# ---- conv2d_scheduler_flat ----
===== config.mk =====
export PLATFORM = sky130hd
export DESIGN_NAME = conv2d_scheduler_flat
export DESIGN_NICKNAME = d
export VERILOG_FILES = /design/src/rtl/conv2d_scheduler_if.sv /design/src/rtl/conv2d_scheduler.sv /design/src/flat_wrapper.sv
export SDC_FILE = /design/constraint.sdc
export NUM_CORES = 1
export LEC_CHECK = 0
export ABC_AREA = 0
export CAP_MARGIN = 20
export CORE_MARGIN = 2
export CORE_UTILIZATION = 42
export DETAILED_ROUTE_END_ITERATION = 12
export GPL_TIMING_DRIVEN = 0
export PLACE_DENSITY = 0.69
export SLEW_MARGIN = 20
export SYNTH_ARGS = -nofsm -noshare
export SYNTH_HDL_FRONTEND = slang
export SYNTH_SLANG_ARGS = --single-unit

===== constraint.sdc =====
create_clock -name clk -period 9.4 [get_ports clk]
set_input_delay 1.41 -clock clk [delete_from_list [all_inputs] [get_ports clk]]
set_output_delay 1.41 -clock clk [all_outputs]
set_load 0.1 [all_outputs]

===== src/rtl/conv2d_scheduler_if.sv =====
// Handshake and memory-address bundle between the Conv2d scheduler (master)
// and the Conv2d datapath / memories plus the block that launches maps (slave).
interface conv2d_scheduler_if #(
  parameter int ADDR_BIT = 10
);
  logic                start;
  logic                mode;
  logic                conv_clr;
  logic                conv_en;
  logic                conv_bias;
  logic [ADDR_BIT-1:0] in_mem_addr;
  logic [ADDR_BIT-1:0] w_mem_addr;
  logic [ADDR_BIT-1:0] out_mem_addr;
  logic                out_mem_we;
  logic                busy;
  logic                done;

  modport master (
    input  start, mode,
    output conv_clr, conv_en, conv_bias, in_mem_addr, w_mem_addr,
           out_mem_addr, out_mem_we, busy, done
  );

  modport slave (
    output start, mode,
    input  conv_clr, conv_en, conv_bias, in_mem_addr, w_mem_addr,
           out_mem_addr, out_mem_we, busy, done
  );
endinterface


===== src/rtl/conv2d_scheduler.sv =====
// Conv2d address/control sequencer: raster-scans a KxK window over a DxD map.
// Optional bias step (w_mem_addr=K*K) is enabled by defining CONV2D_SCHED_BIAS_EN.
module conv2d_scheduler #(
  parameter int ADDR_BIT   = 10,
  parameter int KERNEL_DIM = 5,
  parameter int IN_DIM_L0  = 28,
  parameter int IN_DIM_L1  = 12
) (
  input logic                  clk,
  input logic                  rst,
  conv2d_scheduler_if.master   bus
);

  localparam logic [2:0] S_IDLE  = 3'd0;
  localparam logic [2:0] S_CLEAR = 3'd1;
  localparam logic [2:0] S_READ  = 3'd2;
  localparam logic [2:0] S_BIAS  = 3'd3;
  localparam logic [2:0] S_DRAIN = 3'd4;
  localparam logic [2:0] S_WRITE = 3'd5;
  localparam logic [2:0] S_DONE  = 3'd6;

`ifdef CONV2D_SCHED_BIAS_EN
  localparam logic [2:0] READ_EXIT = S_BIAS;
`else
  localparam logic [2:0] READ_EXIT = S_DRAIN;
`endif

  localparam logic [ADDR_BIT-1:0] K_W         = ADDR_BIT'(KERNEL_DIM);
  localparam logic [ADDR_BIT-1:0] K_LAST      = ADDR_BIT'(KERNEL_DIM - 1);
  localparam logic [ADDR_BIT-1:0] W_BIAS      = ADDR_BIT'(KERNEL_DIM * KERNEL_DIM);
  localparam logic [ADDR_BIT-1:0] DIM_L0      = ADDR_BIT'(IN_DIM_L0);
  localparam logic [ADDR_BIT-1:0] DIM_L1      = ADDR_BIT'(IN_DIM_L1);
  localparam logic [ADDR_BIT-1:0] O_LAST_L0   = ADDR_BIT'(IN_DIM_L0 - KERNEL_DIM);
  localparam logic [ADDR_BIT-1:0] O_LAST_L1   = ADDR_BIT'(IN_DIM_L1 - KERNEL_DIM);
  localparam logic [ADDR_BIT-1:0] PIX_LAST_L0 =
    ADDR_BIT'((IN_DIM_L0 - KERNEL_DIM + 1) * (IN_DIM_L0 - KERNEL_DIM + 1) - 1);
  localparam logic [ADDR_BIT-1:0] PIX_LAST_L1 =
    ADDR_BIT'((IN_DIM_L1 - KERNEL_DIM + 1) * (IN_DIM_L1 - KERNEL_DIM + 1) - 1);

  logic [2:0]          state;
  logic                mode_q;
  logic [ADDR_BIT-1:0] ox, oy, kx, ky, wr_ptr;
  logic                en_q;

  logic [ADDR_BIT-1:0] dim, o_last, pix_last;

  // Geometry follows the layer latched at start, so mode changes mid-map are harmless.
  assign dim      = mode_q ? DIM_L1      : DIM_L0;
  assign o_last   = mode_q ? O_LAST_L1   : O_LAST_L0;
  assign pix_last = mode_q ? PIX_LAST_L1 : PIX_LAST_L0;

  // NOTE: sequential state uses non-blocking assignments so every register
  // samples the pre-edge values; blocking here would chain updates within a cycle.
  always_ff @(posedge clk) begin
    if (rst) begin
      state  <= S_IDLE;
      mode_q <= 1'b0;
      ox     <= '0;
      oy     <= '0;
      kx     <= '0;
      ky     <= '0;
      wr_ptr <= '0;
      en_q   <= 1'b0;
    end else begin
      // MAC enable tracks the read-data latency of the memories.
      en_q <= (state == S_READ) || (state == S_BIAS);
      case (state)
        S_IDLE: begin
          if (bus.start) begin
            state  <= S_CLEAR;
            mode_q <= bus.mode;
            ox     <= '0;
            oy     <= '0;
            kx     <= '0;
            ky     <= '0;
            wr_ptr <= '0;
          end
        end
        S_CLEAR: state <= S_READ;
        S_READ: begin
          if (kx == K_LAST) begin
            kx <= '0;
            if (ky == K_LAST) begin
              ky    <= '0;
              state <= READ_EXIT;
            end else begin
              ky <= ky + 1'b1;
            end
          end else begin
            kx <= kx + 1'b1;
          end
        end
        S_BIAS:  state <= S_DRAIN;
        S_DRAIN: state <= S_WRITE;
        S_WRITE: begin
          wr_ptr <= wr_ptr + 1'b1;
          if (ox == o_last) begin
            ox <= '0;
            oy <= oy + 1'b1;
          end else begin
            ox <= ox + 1'b1;
          end
          state <= (wr_ptr == pix_last) ? S_DONE : S_CLEAR;
        end
        S_DONE:  state <= S_IDLE;
        default: state <= S_IDLE;
      endcase
    end
  end

`ifdef CONV2D_SCHED_BIAS_EN
  logic bias_q;

  always_ff @(posedge clk) begin
    if (rst) bias_q <= 1'b0;
    else     bias_q <= (state == S_BIAS);
  end

  assign bus.conv_bias = bias_q;
`else
  assign bus.conv_bias = 1'b0;
`endif

  // NOTE: every output gets a default before the case, so no latch is inferred.
  always_comb begin
    bus.conv_clr     = (state == S_CLEAR);
    bus.conv_en      = en_q;
    bus.busy         = (state != S_IDLE);
    bus.done         = (state == S_DONE);
    bus.out_mem_we   = (state == S_WRITE);
    bus.in_mem_addr  = '0;
    bus.w_mem_addr   = '0;
    bus.out_mem_addr = '0;
    case (state)
      S_READ: begin
        bus.in_mem_addr = (oy + ky) * dim + (ox + kx);
        bus.w_mem_addr  = ky * K_W + kx;
      end
      S_BIAS:  bus.w_mem_addr   = W_BIAS;
      S_WRITE: bus.out_mem_addr = wr_ptr;
      default: ;
    endcase
  end

endmodule


===== src/flat_wrapper.sv =====
// flat-port wrapper written by rule: the top's interface ports become plain ports
module conv2d_scheduler_flat 
#(
  parameter int ADDR_BIT   = 10,
  parameter int KERNEL_DIM = 5,
  parameter int IN_DIM_L0  = 28,
  parameter int IN_DIM_L1  = 12
)
  (clk, rst, bus_start, bus_mode, bus_conv_clr, bus_conv_en, bus_conv_bias, bus_in_mem_addr, bus_w_mem_addr, bus_out_mem_addr, bus_out_mem_we, bus_busy, bus_done);
  conv2d_scheduler_if #(.ADDR_BIT(ADDR_BIT)) bus_i ();
  input logic clk;
  input logic rst;
  input wire logic [$bits(bus_i.start)-1:0] bus_start;
  input wire logic [$bits(bus_i.mode)-1:0] bus_mode;
  output wire logic [$bits(bus_i.conv_clr)-1:0] bus_conv_clr;
  output wire logic [$bits(bus_i.conv_en)-1:0] bus_conv_en;
  output wire logic [$bits(bus_i.conv_bias)-1:0] bus_conv_bias;
  output wire logic [$bits(bus_i.in_mem_addr)-1:0] bus_in_mem_addr;
  output wire logic [$bits(bus_i.w_mem_addr)-1:0] bus_w_mem_addr;
  output wire logic [$bits(bus_i.out_mem_addr)-1:0] bus_out_mem_addr;
  output wire logic [$bits(bus_i.out_mem_we)-1:0] bus_out_mem_we;
  output wire logic [$bits(bus_i.busy)-1:0] bus_busy;
  output wire logic [$bits(bus_i.done)-1:0] bus_done;
  assign bus_i.start = bus_start;
  assign bus_i.mode = bus_mode;
  assign bus_conv_clr = bus_i.conv_clr;
  assign bus_conv_en = bus_i.conv_en;
  assign bus_conv_bias = bus_i.conv_bias;
  assign bus_in_mem_addr = bus_i.in_mem_addr;
  assign bus_w_mem_addr = bus_i.w_mem_addr;
  assign bus_out_mem_addr = bus_i.out_mem_addr;
  assign bus_out_mem_we = bus_i.out_mem_we;
  assign bus_busy = bus_i.busy;
  assign bus_done = bus_i.done;
  conv2d_scheduler #(.ADDR_BIT(ADDR_BIT), .KERNEL_DIM(KERNEL_DIM), .IN_DIM_L0(IN_DIM_L0), .IN_DIM_L1(IN_DIM_L1)) u_core (.clk(clk), .rst(rst), .bus(bus_i));
endmodule

Figure 1. Signal wires on met1 (conv2d_scheduler_flat).
Cells faint in the background.
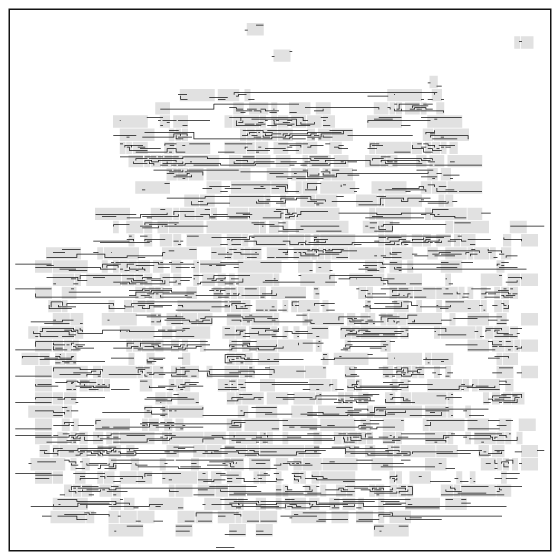
The layer carries 5160 um of wire. 689 nets have wire on it. The layer holds 46% of the routed length. The wires run mostly horizontal. The longest straight run is 41.9 um.

Figure 2. Met2 routing (conv2d_scheduler_flat).
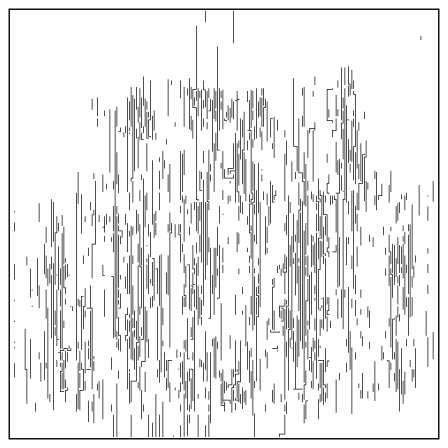
The layer carries 5490 um of wire. The layer holds 49% of the routed length. The longest straight run is 58.8 um. The wires run mostly vertical.

Figure 3. M4 wires (conv2d_scheduler_flat).
Cells faint in the background.
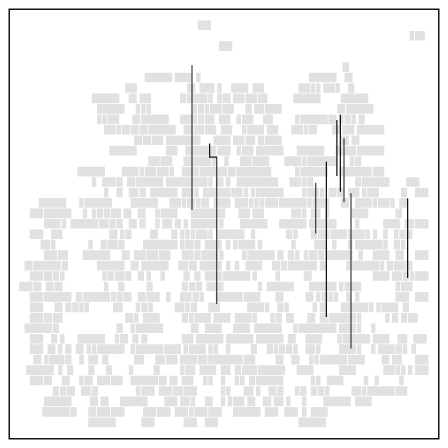
The longest straight run is 40.1 um. The layer holds 2.2% of the routed length. 9 nets have wire on it.
total vias in the final route: 4175
routed wire length: 11.25 mm

## per-layer routing
layer	global-route usage, %	up-vias
met5	0	-
met4	5.926	0
met3	2.123	21
li1	-	2121
met2	33.54	85
met1	23.75	1948
## power groups by stage
stage / clock network [mW] / logic [mW] / registers [mW]
global route: 0.256 / 0.234 / 0.244
floorplan: 0 / 0.160 / 0.247
global placement: 0 / 0.209 / 0.247
detailed placement: 0 / 0.212 / 0.247
CTS: 0.248 / 0.215 / 0.242
finish: 0.243 / 0.213 / 0.242
## registers in the layout (all words and copies together) (netlist names)
| register | count |
|---|---|
| u_core.ox | 10 |
| u_core.bus.conv_en | 1 |
| u_core.wr_ptr | 10 |
| u_core.mode_q | 1 |
| u_core.oy | 8 |
| u_core.state | 3 |
| u_core.ky | 10 |
| u_core.kx | 10 |
## kinds of logic (layout without fill, tap and decap cells)
logic type,count (synthesis),after routing
other cells,1,1
mux,4,4
simple gates,210,210
xor+xnor,42,42
fa+ha+maj,77,77
buf+inv,97,143
compound gates,115,115
flops,53,53
==> flow_summary.toml <==
# synthesis and place-and-route metrics
[status]
outcome = "finished, final reports clean"

[synth]
syn-cell-area_um2 = 4846
synthTopCellsByCount = "inv_1 (80), nor2_1 (70), ha_1 (54), dfxtp_1 (53), a21oi_1 (42)"
fp_nets = 678

[clocking]
cts_buffer_depth = 2

[finish]
seq_area_um2 = 1061
final-nonclk-buf-share_pct = 8.201
seq_share_pct = 18.95

[grt]
grt_pass1_wl_mm = 19.29

[die]
nWellTaps = 143

[drt]
via_per_inst = 5.298
ant_nets = 0

[hold_path]
min_path_cells = 2

[critical_path]
r2r_slack_ns = 7.13
cp_common_cell = "fa_1"

# ---- python_frame_seq ----
[src/rtl/python_frame_seq.sv]
// Parallel-side frame sequencer for the Python sensor model: generates fval/lval/pixel
// groups from per-frame latched geometry, on trigger or free-run, gated by init_done.
module python_frame_seq #(
  parameter int DATA_WIDTH  = 10,
  parameter int CHANNEL_NUM = 4,
  parameter int CNT_WIDTH   = 16
) (
  input  logic                              clk,
  input  logic                              reset,
  input  logic                              i_init_done,
  input  logic                              i_free_run,
  input  logic                              i_trigger,
  input  logic [CNT_WIDTH-1:0]              iv_line_width,
  input  logic [CNT_WIDTH-1:0]              iv_line_num,
  input  logic [CNT_WIDTH-1:0]              iv_fval_lead,
  input  logic [CNT_WIDTH-1:0]              iv_fval_trail,
  input  logic [CNT_WIDTH-1:0]              iv_hblank,
  input  logic [CNT_WIDTH-1:0]              iv_vblank,
  input  logic [1:0]                        iv_pattern_sel,
  output logic                              o_fval,
  output logic                              o_lval,
  output logic [DATA_WIDTH*CHANNEL_NUM-1:0] ov_pix_data,
  output logic                              o_frame_start,
  output logic                              o_frame_end,
  output logic                              o_busy,
  output logic [CNT_WIDTH-1:0]              ov_frame_cnt,
  output logic [2:0]                        ov_dbg_state
);

  typedef enum logic [2:0] {
    IDLE   = 3'd0,
    LEAD   = 3'd1,
    LINE   = 3'd2,
    HBLANK = 3'd3,
    TRAIL  = 3'd4,
    VBLANK = 3'd5
  } state_t;

  state_t                 state, next_state;
  logic [CNT_WIDTH-1:0]   cnt, next_cnt;
  logic [CNT_WIDTH-1:0]   line_idx, next_line;
  logic [CNT_WIDTH-1:0]   width_q, num_q, lead_q, trail_q, hblank_q, vblank_q;
  logic [1:0]             sel_q;
  logic                   load;

  logic                   geom_ok, start_idle, start_chain;
  logic [CNT_WIDTH-1:0]   hblank_dur, vblank_dur;

  logic                   nxt_fval, nxt_lval, nxt_start, nxt_end;
  logic [CNT_WIDTH-1:0]   nxt_frame_cnt;
  logic [1:0]             nxt_sel;
  logic [DATA_WIDTH*CHANNEL_NUM-1:0] nxt_pix;
  logic [CNT_WIDTH-1:0]   pix_base, pix_val;
  logic [DATA_WIDTH-1:0]  chan;

  assign geom_ok     = (iv_line_width != '0) && (iv_line_num != '0);
  // From IDLE a trigger or free-run starts a frame; chaining out of VBLANK needs free-run.
  assign start_idle  = i_init_done && (i_free_run || i_trigger) && geom_ok;
  assign start_chain = i_init_done && i_free_run && geom_ok;
  assign hblank_dur  = (hblank_q == '0) ? CNT_WIDTH'(1) : hblank_q;
  assign vblank_dur  = (vblank_q == '0) ? CNT_WIDTH'(1) : vblank_q;

  always_comb begin
    next_state = state;
    next_cnt   = cnt + CNT_WIDTH'(1);
    next_line  = line_idx;
    load       = 1'b0;
    case (state)
      IDLE: begin
        next_cnt = '0;
        if (start_idle) begin
          load       = 1'b1;
          next_line  = '0;
          next_state = (iv_fval_lead == '0) ? LINE : LEAD;
        end
      end
      LEAD: begin
        if (cnt == lead_q - CNT_WIDTH'(1)) begin
          next_state = LINE;
          next_cnt   = '0;
        end
      end
      LINE: begin
        if (cnt == width_q - CNT_WIDTH'(1)) begin
          next_cnt = '0;
          if (line_idx == num_q - CNT_WIDTH'(1))
            next_state = (trail_q == '0) ? VBLANK : TRAIL;
          else
            next_state = HBLANK;
        end
      end
      HBLANK: begin
        if (cnt == hblank_dur - CNT_WIDTH'(1)) begin
          next_state = LINE;
          next_cnt   = '0;
          next_line  = line_idx + CNT_WIDTH'(1);
        end
      end
      TRAIL: begin
        if (cnt == trail_q - CNT_WIDTH'(1)) begin
          next_state = VBLANK;
          next_cnt   = '0;
        end
      end
      VBLANK: begin
        if (cnt == vblank_dur - CNT_WIDTH'(1)) begin
          next_cnt = '0;
          if (start_chain) begin
            load       = 1'b1;
            next_line  = '0;
            next_state = (iv_fval_lead == '0) ? LINE : LEAD;
          end else begin
            next_state = IDLE;
          end
        end
      end
      default: begin
        next_state = IDLE;
        next_cnt   = '0;
      end
    endcase
  end

  // Outputs are computed from the next state so every output is a flop.
  always_comb begin
    nxt_fval      = next_state inside {LEAD, LINE, HBLANK, TRAIL};
    nxt_lval      = (next_state == LINE);
    nxt_start     = load;
    nxt_end       = (next_state == VBLANK) && (state != VBLANK);
    nxt_frame_cnt = nxt_end ? ov_frame_cnt + CNT_WIDTH'(1) : ov_frame_cnt;
    nxt_sel       = load ? iv_pattern_sel : sel_q;
    nxt_pix       = '0;
    pix_base      = next_cnt * CNT_WIDTH'(CHANNEL_NUM);
    pix_val       = '0;
    chan          = '0;
    if (nxt_sel == 2'd1)
      pix_base = pix_base + next_line;
    for (int k = 0; k < CHANNEL_NUM; k++) begin
      pix_val = pix_base + CNT_WIDTH'(k);
      case (nxt_sel)
        2'd2:    chan = '1;
        2'd3:    chan = DATA_WIDTH'(nxt_frame_cnt);
        default: chan = DATA_WIDTH'(pix_val);
      endcase
      nxt_pix[k*DATA_WIDTH +: DATA_WIDTH] = nxt_lval ? chan : '0;
    end
  end

  always_ff @(posedge clk) begin
    if (reset) begin
      state         <= IDLE;
      cnt           <= '0;
      line_idx      <= '0;
      width_q       <= '0;
      num_q         <= '0;
      lead_q        <= '0;
      trail_q       <= '0;
      hblank_q      <= '0;
      vblank_q      <= '0;
      sel_q         <= '0;
      o_fval        <= 1'b0;
      o_lval        <= 1'b0;
      ov_pix_data   <= '0;
      o_frame_start <= 1'b0;
      o_frame_end   <= 1'b0;
      o_busy        <= 1'b0;
      ov_frame_cnt  <= '0;
    end else begin
      state         <= next_state;
      cnt           <= next_cnt;
      line_idx      <= next_line;
      o_fval        <= nxt_fval;
      o_lval        <= nxt_lval;
      ov_pix_data   <= nxt_pix;
      o_frame_start <= nxt_start;
      o_frame_end   <= nxt_end;
      o_busy        <= (next_state != IDLE);
      ov_frame_cnt  <= nxt_frame_cnt;
      if (load) begin
        width_q  <= iv_line_width;
        num_q    <= iv_line_num;
        lead_q   <= iv_fval_lead;
        trail_q  <= iv_fval_trail;
        hblank_q <= iv_hblank;
        vblank_q <= iv_vblank;
        sel_q    <= iv_pattern_sel;
      end
    end
  end

  assign ov_dbg_state = state;

endmodule

[config.mk]
export PLATFORM = sky130hd
export DESIGN_NAME = python_frame_seq
export DESIGN_NICKNAME = d
export VERILOG_FILES = /design/src/rtl/python_frame_seq.sv
export SDC_FILE = /design/constraint.sdc
export NUM_CORES = 1
export LEC_CHECK = 0
export ABC_AREA = 1
export ABC_CLOCK_PERIOD_IN_PS = 11700
export CORE_MARGIN = 1
export CORE_UTILIZATION = 45
export DETAILED_ROUTE_END_ITERATION = 12
export MAX_ROUTING_LAYER = met4
export PLACE_DENSITY_LB_ADDON = 0.12
export RECOVER_POWER = 25
export SYNTH_ARGS = -nofsm -noshare
export SYNTH_HDL_FRONTEND = slang
export SYNTH_SLANG_ARGS = --single-unit
[constraint.sdc]
create_clock -name clk -period 11.7 [get_ports clk]
set_clock_uncertainty 0.1 [all_clocks]
set_input_delay 2.34 -clock clk [delete_from_list [all_inputs] [get_ports clk]]
set_output_delay 2.34 -clock clk [all_outputs]
set_load 0.01 [all_outputs]
Figure 4. Signal wires on met1 (python_frame_seq).
Cells faint in the background.
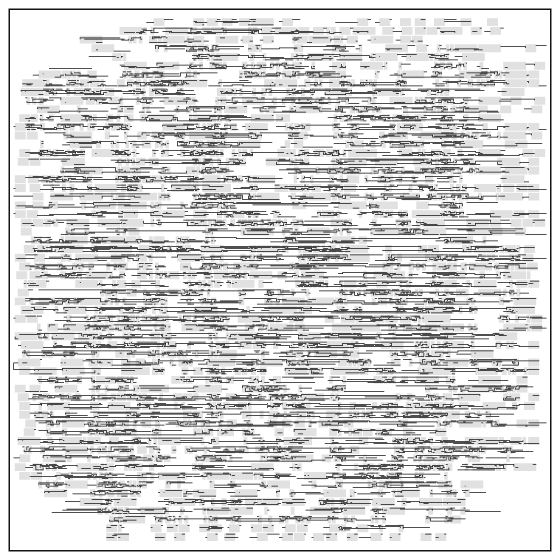
The longest straight run is 48.3 um. The layer carries 17000 um of wire. The wires run mostly horizontal.
routed wire length: 35.24 mm
met1 Use GR: 35.90%
total vias in the final route: 12.40k

Figure 5. Met2 routing (python_frame_seq).
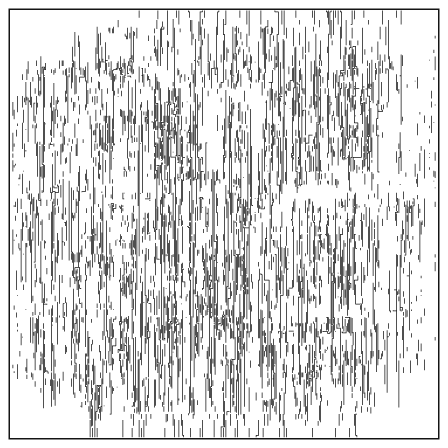
The wires run mostly vertical. The longest straight run is 51.3 um. The layer holds 42% of the routed length. The layer carries 14900 um of wire.

==> flow_summary.toml <==
# synthesis and place-and-route metrics
[synth]
yosysTopAreaCellShare_pct = 30.87
simple_gate_share_pct = 36.58
syn-cell-area_um2 = 12450
top_logic_kind = "simple AND/OR/NAND/NOR gates"
yosysChipArea_um2 = 12450

[grt]
gr-total-overflow = 0
first_global_vias = 11502

[power]
p_per_area_nw_per_um2 = 119.0
seqPwrFrac_pct = 41.0
ir_drop_v = 0.00008990
clkPwrFrac_pct = 32.9

[critical_path]
startpoint_type = "input port"
worst_path_max_delay_cell = "clkbuf_1"
critPathBufInv = 4
crit_chain = "clkdlybuf4s50_1 -> buf_4 -> inv_2 -> clkbuf_1 -> o21ai_0 -> nor2_1"

[clocking]
cts_buffer_depth = 2
clk_latency_ns = 0.45
cts_setup_buffers = 0

[sta]
post-route-period-util_pct = 63.03
maxSlewHeadroom_pct = -146.9
drv_slew = 108

[place]
globalplace.congestion = 0.9470

[status]
violations = "capacitance limit, slew limit"
outcome = "complete, but fails checks"

[hold_path]
min_to = "lead_q[1]$_SDFFE_PP0P_"

[flow_run]
max_cap_violations = 1
Figure 6. M4 wires (python_frame_seq).
Cells faint in the background.
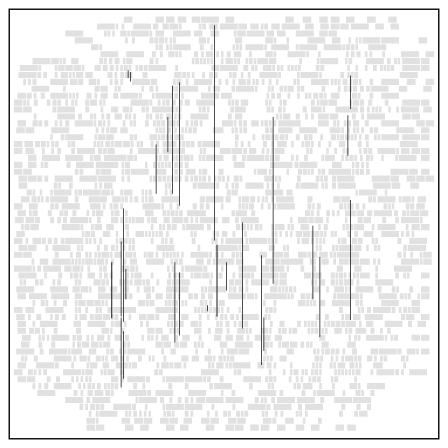
The wires run mostly vertical. 22 nets have wire on it. The layer holds 2.2% of the routed length. The longest straight run is 84.3 um.

[routing by layer]
metal  routed length, um  global-route usage, %  up-vias
li1                    -                      -     6386
met2               14900                  39.76      390
met5                   0                      -        -
met3                2559                  5.172       58
met1               17020                  35.90     5566
met4                 760                  7.668        0
[worst register-to-register path, delay by kind of cell (launching register included)]
family                     cells  cell delay, ns
AOI/OAI and AO/OA              6            0.69
xor gates and xnor gates       2            0.40
adders and majority gates      3            0.95
buffers and inverters          1            0.05
DFF                            1            0.35
and+or+nand+nor               21            3.73
[sequential cells by signal (all words and copies together), names as in the netlist]
signal and cells:
o_frame_end 1, o_fval 1, o_lval 1, num_q 16
line_idx 16, lead_q 16, o_frame_start 1, ov_pix_data 38
vblank_q 16, sel_q 2, o_busy 1, hblank_q 16
cnt 16, width_q 16, ov_frame_cnt 16, ov_dbg_state 3
trail_q 16
[layout make-up]
class                   count  area, um2
clock buffers              17      425.4
clock inverters            15      148.9
fillers                  2683      12180
inverters                 202      760.7
multi-input cells        1449       7541
flip-flops and latches    192       3844
well taps                 341      426.7
repair buffers            172       1703


==> notes/layouts.md <==
Pictures saved along the way, in no particular order.

Routing congestion map.
panel A
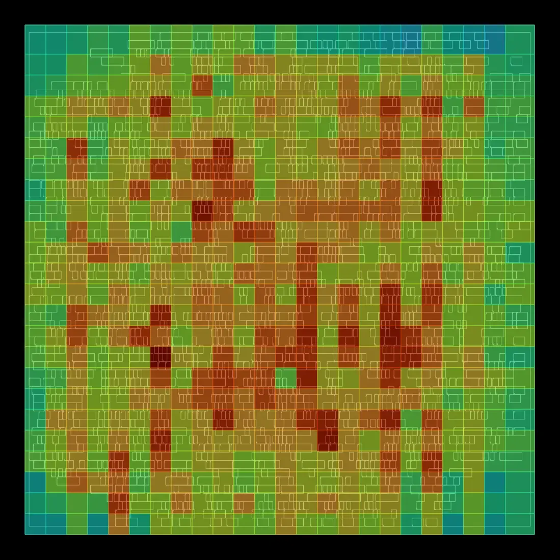
panel B
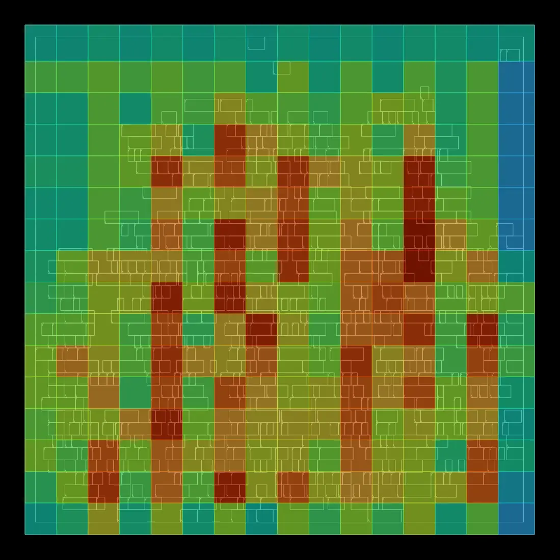
For conv2d_scheduler_flat, see panel B.
For python_frame_seq, see panel A.
- highest track usage: panel A


==> layout pictures side by side <==
Placement density heat map.
image #1
Bar = 20 um. 11 x 11 tiles, from dark blue (low) to red (high), 0 to 100% covered.
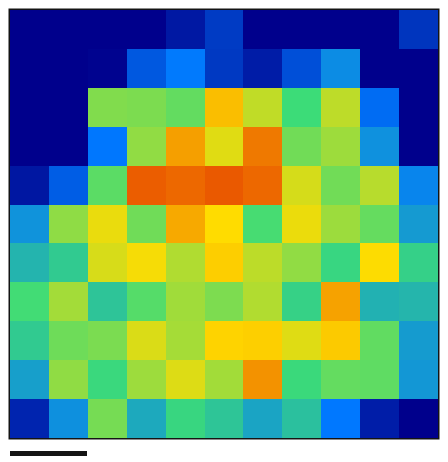
image #2
Bar = 50 um. 17 x 17 tiles, from dark blue (low) to red (high), 0 to 100% covered.
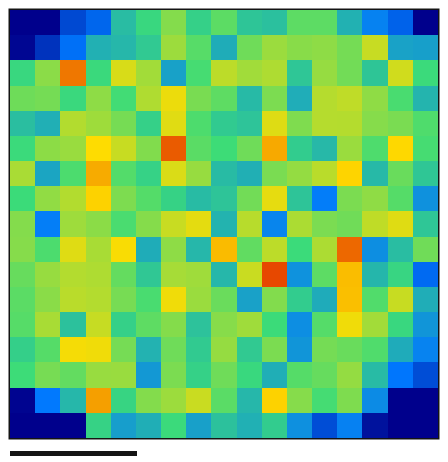
python_frame_seq: image #2
conv2d_scheduler_flat: image #1

Key to image #1:
The densest ninth of the die: middle. The mean over all tiles is 44%. 12% of the tiles are over 75% full.

No activity file was given, so power comes from the tool's default toggle rates.
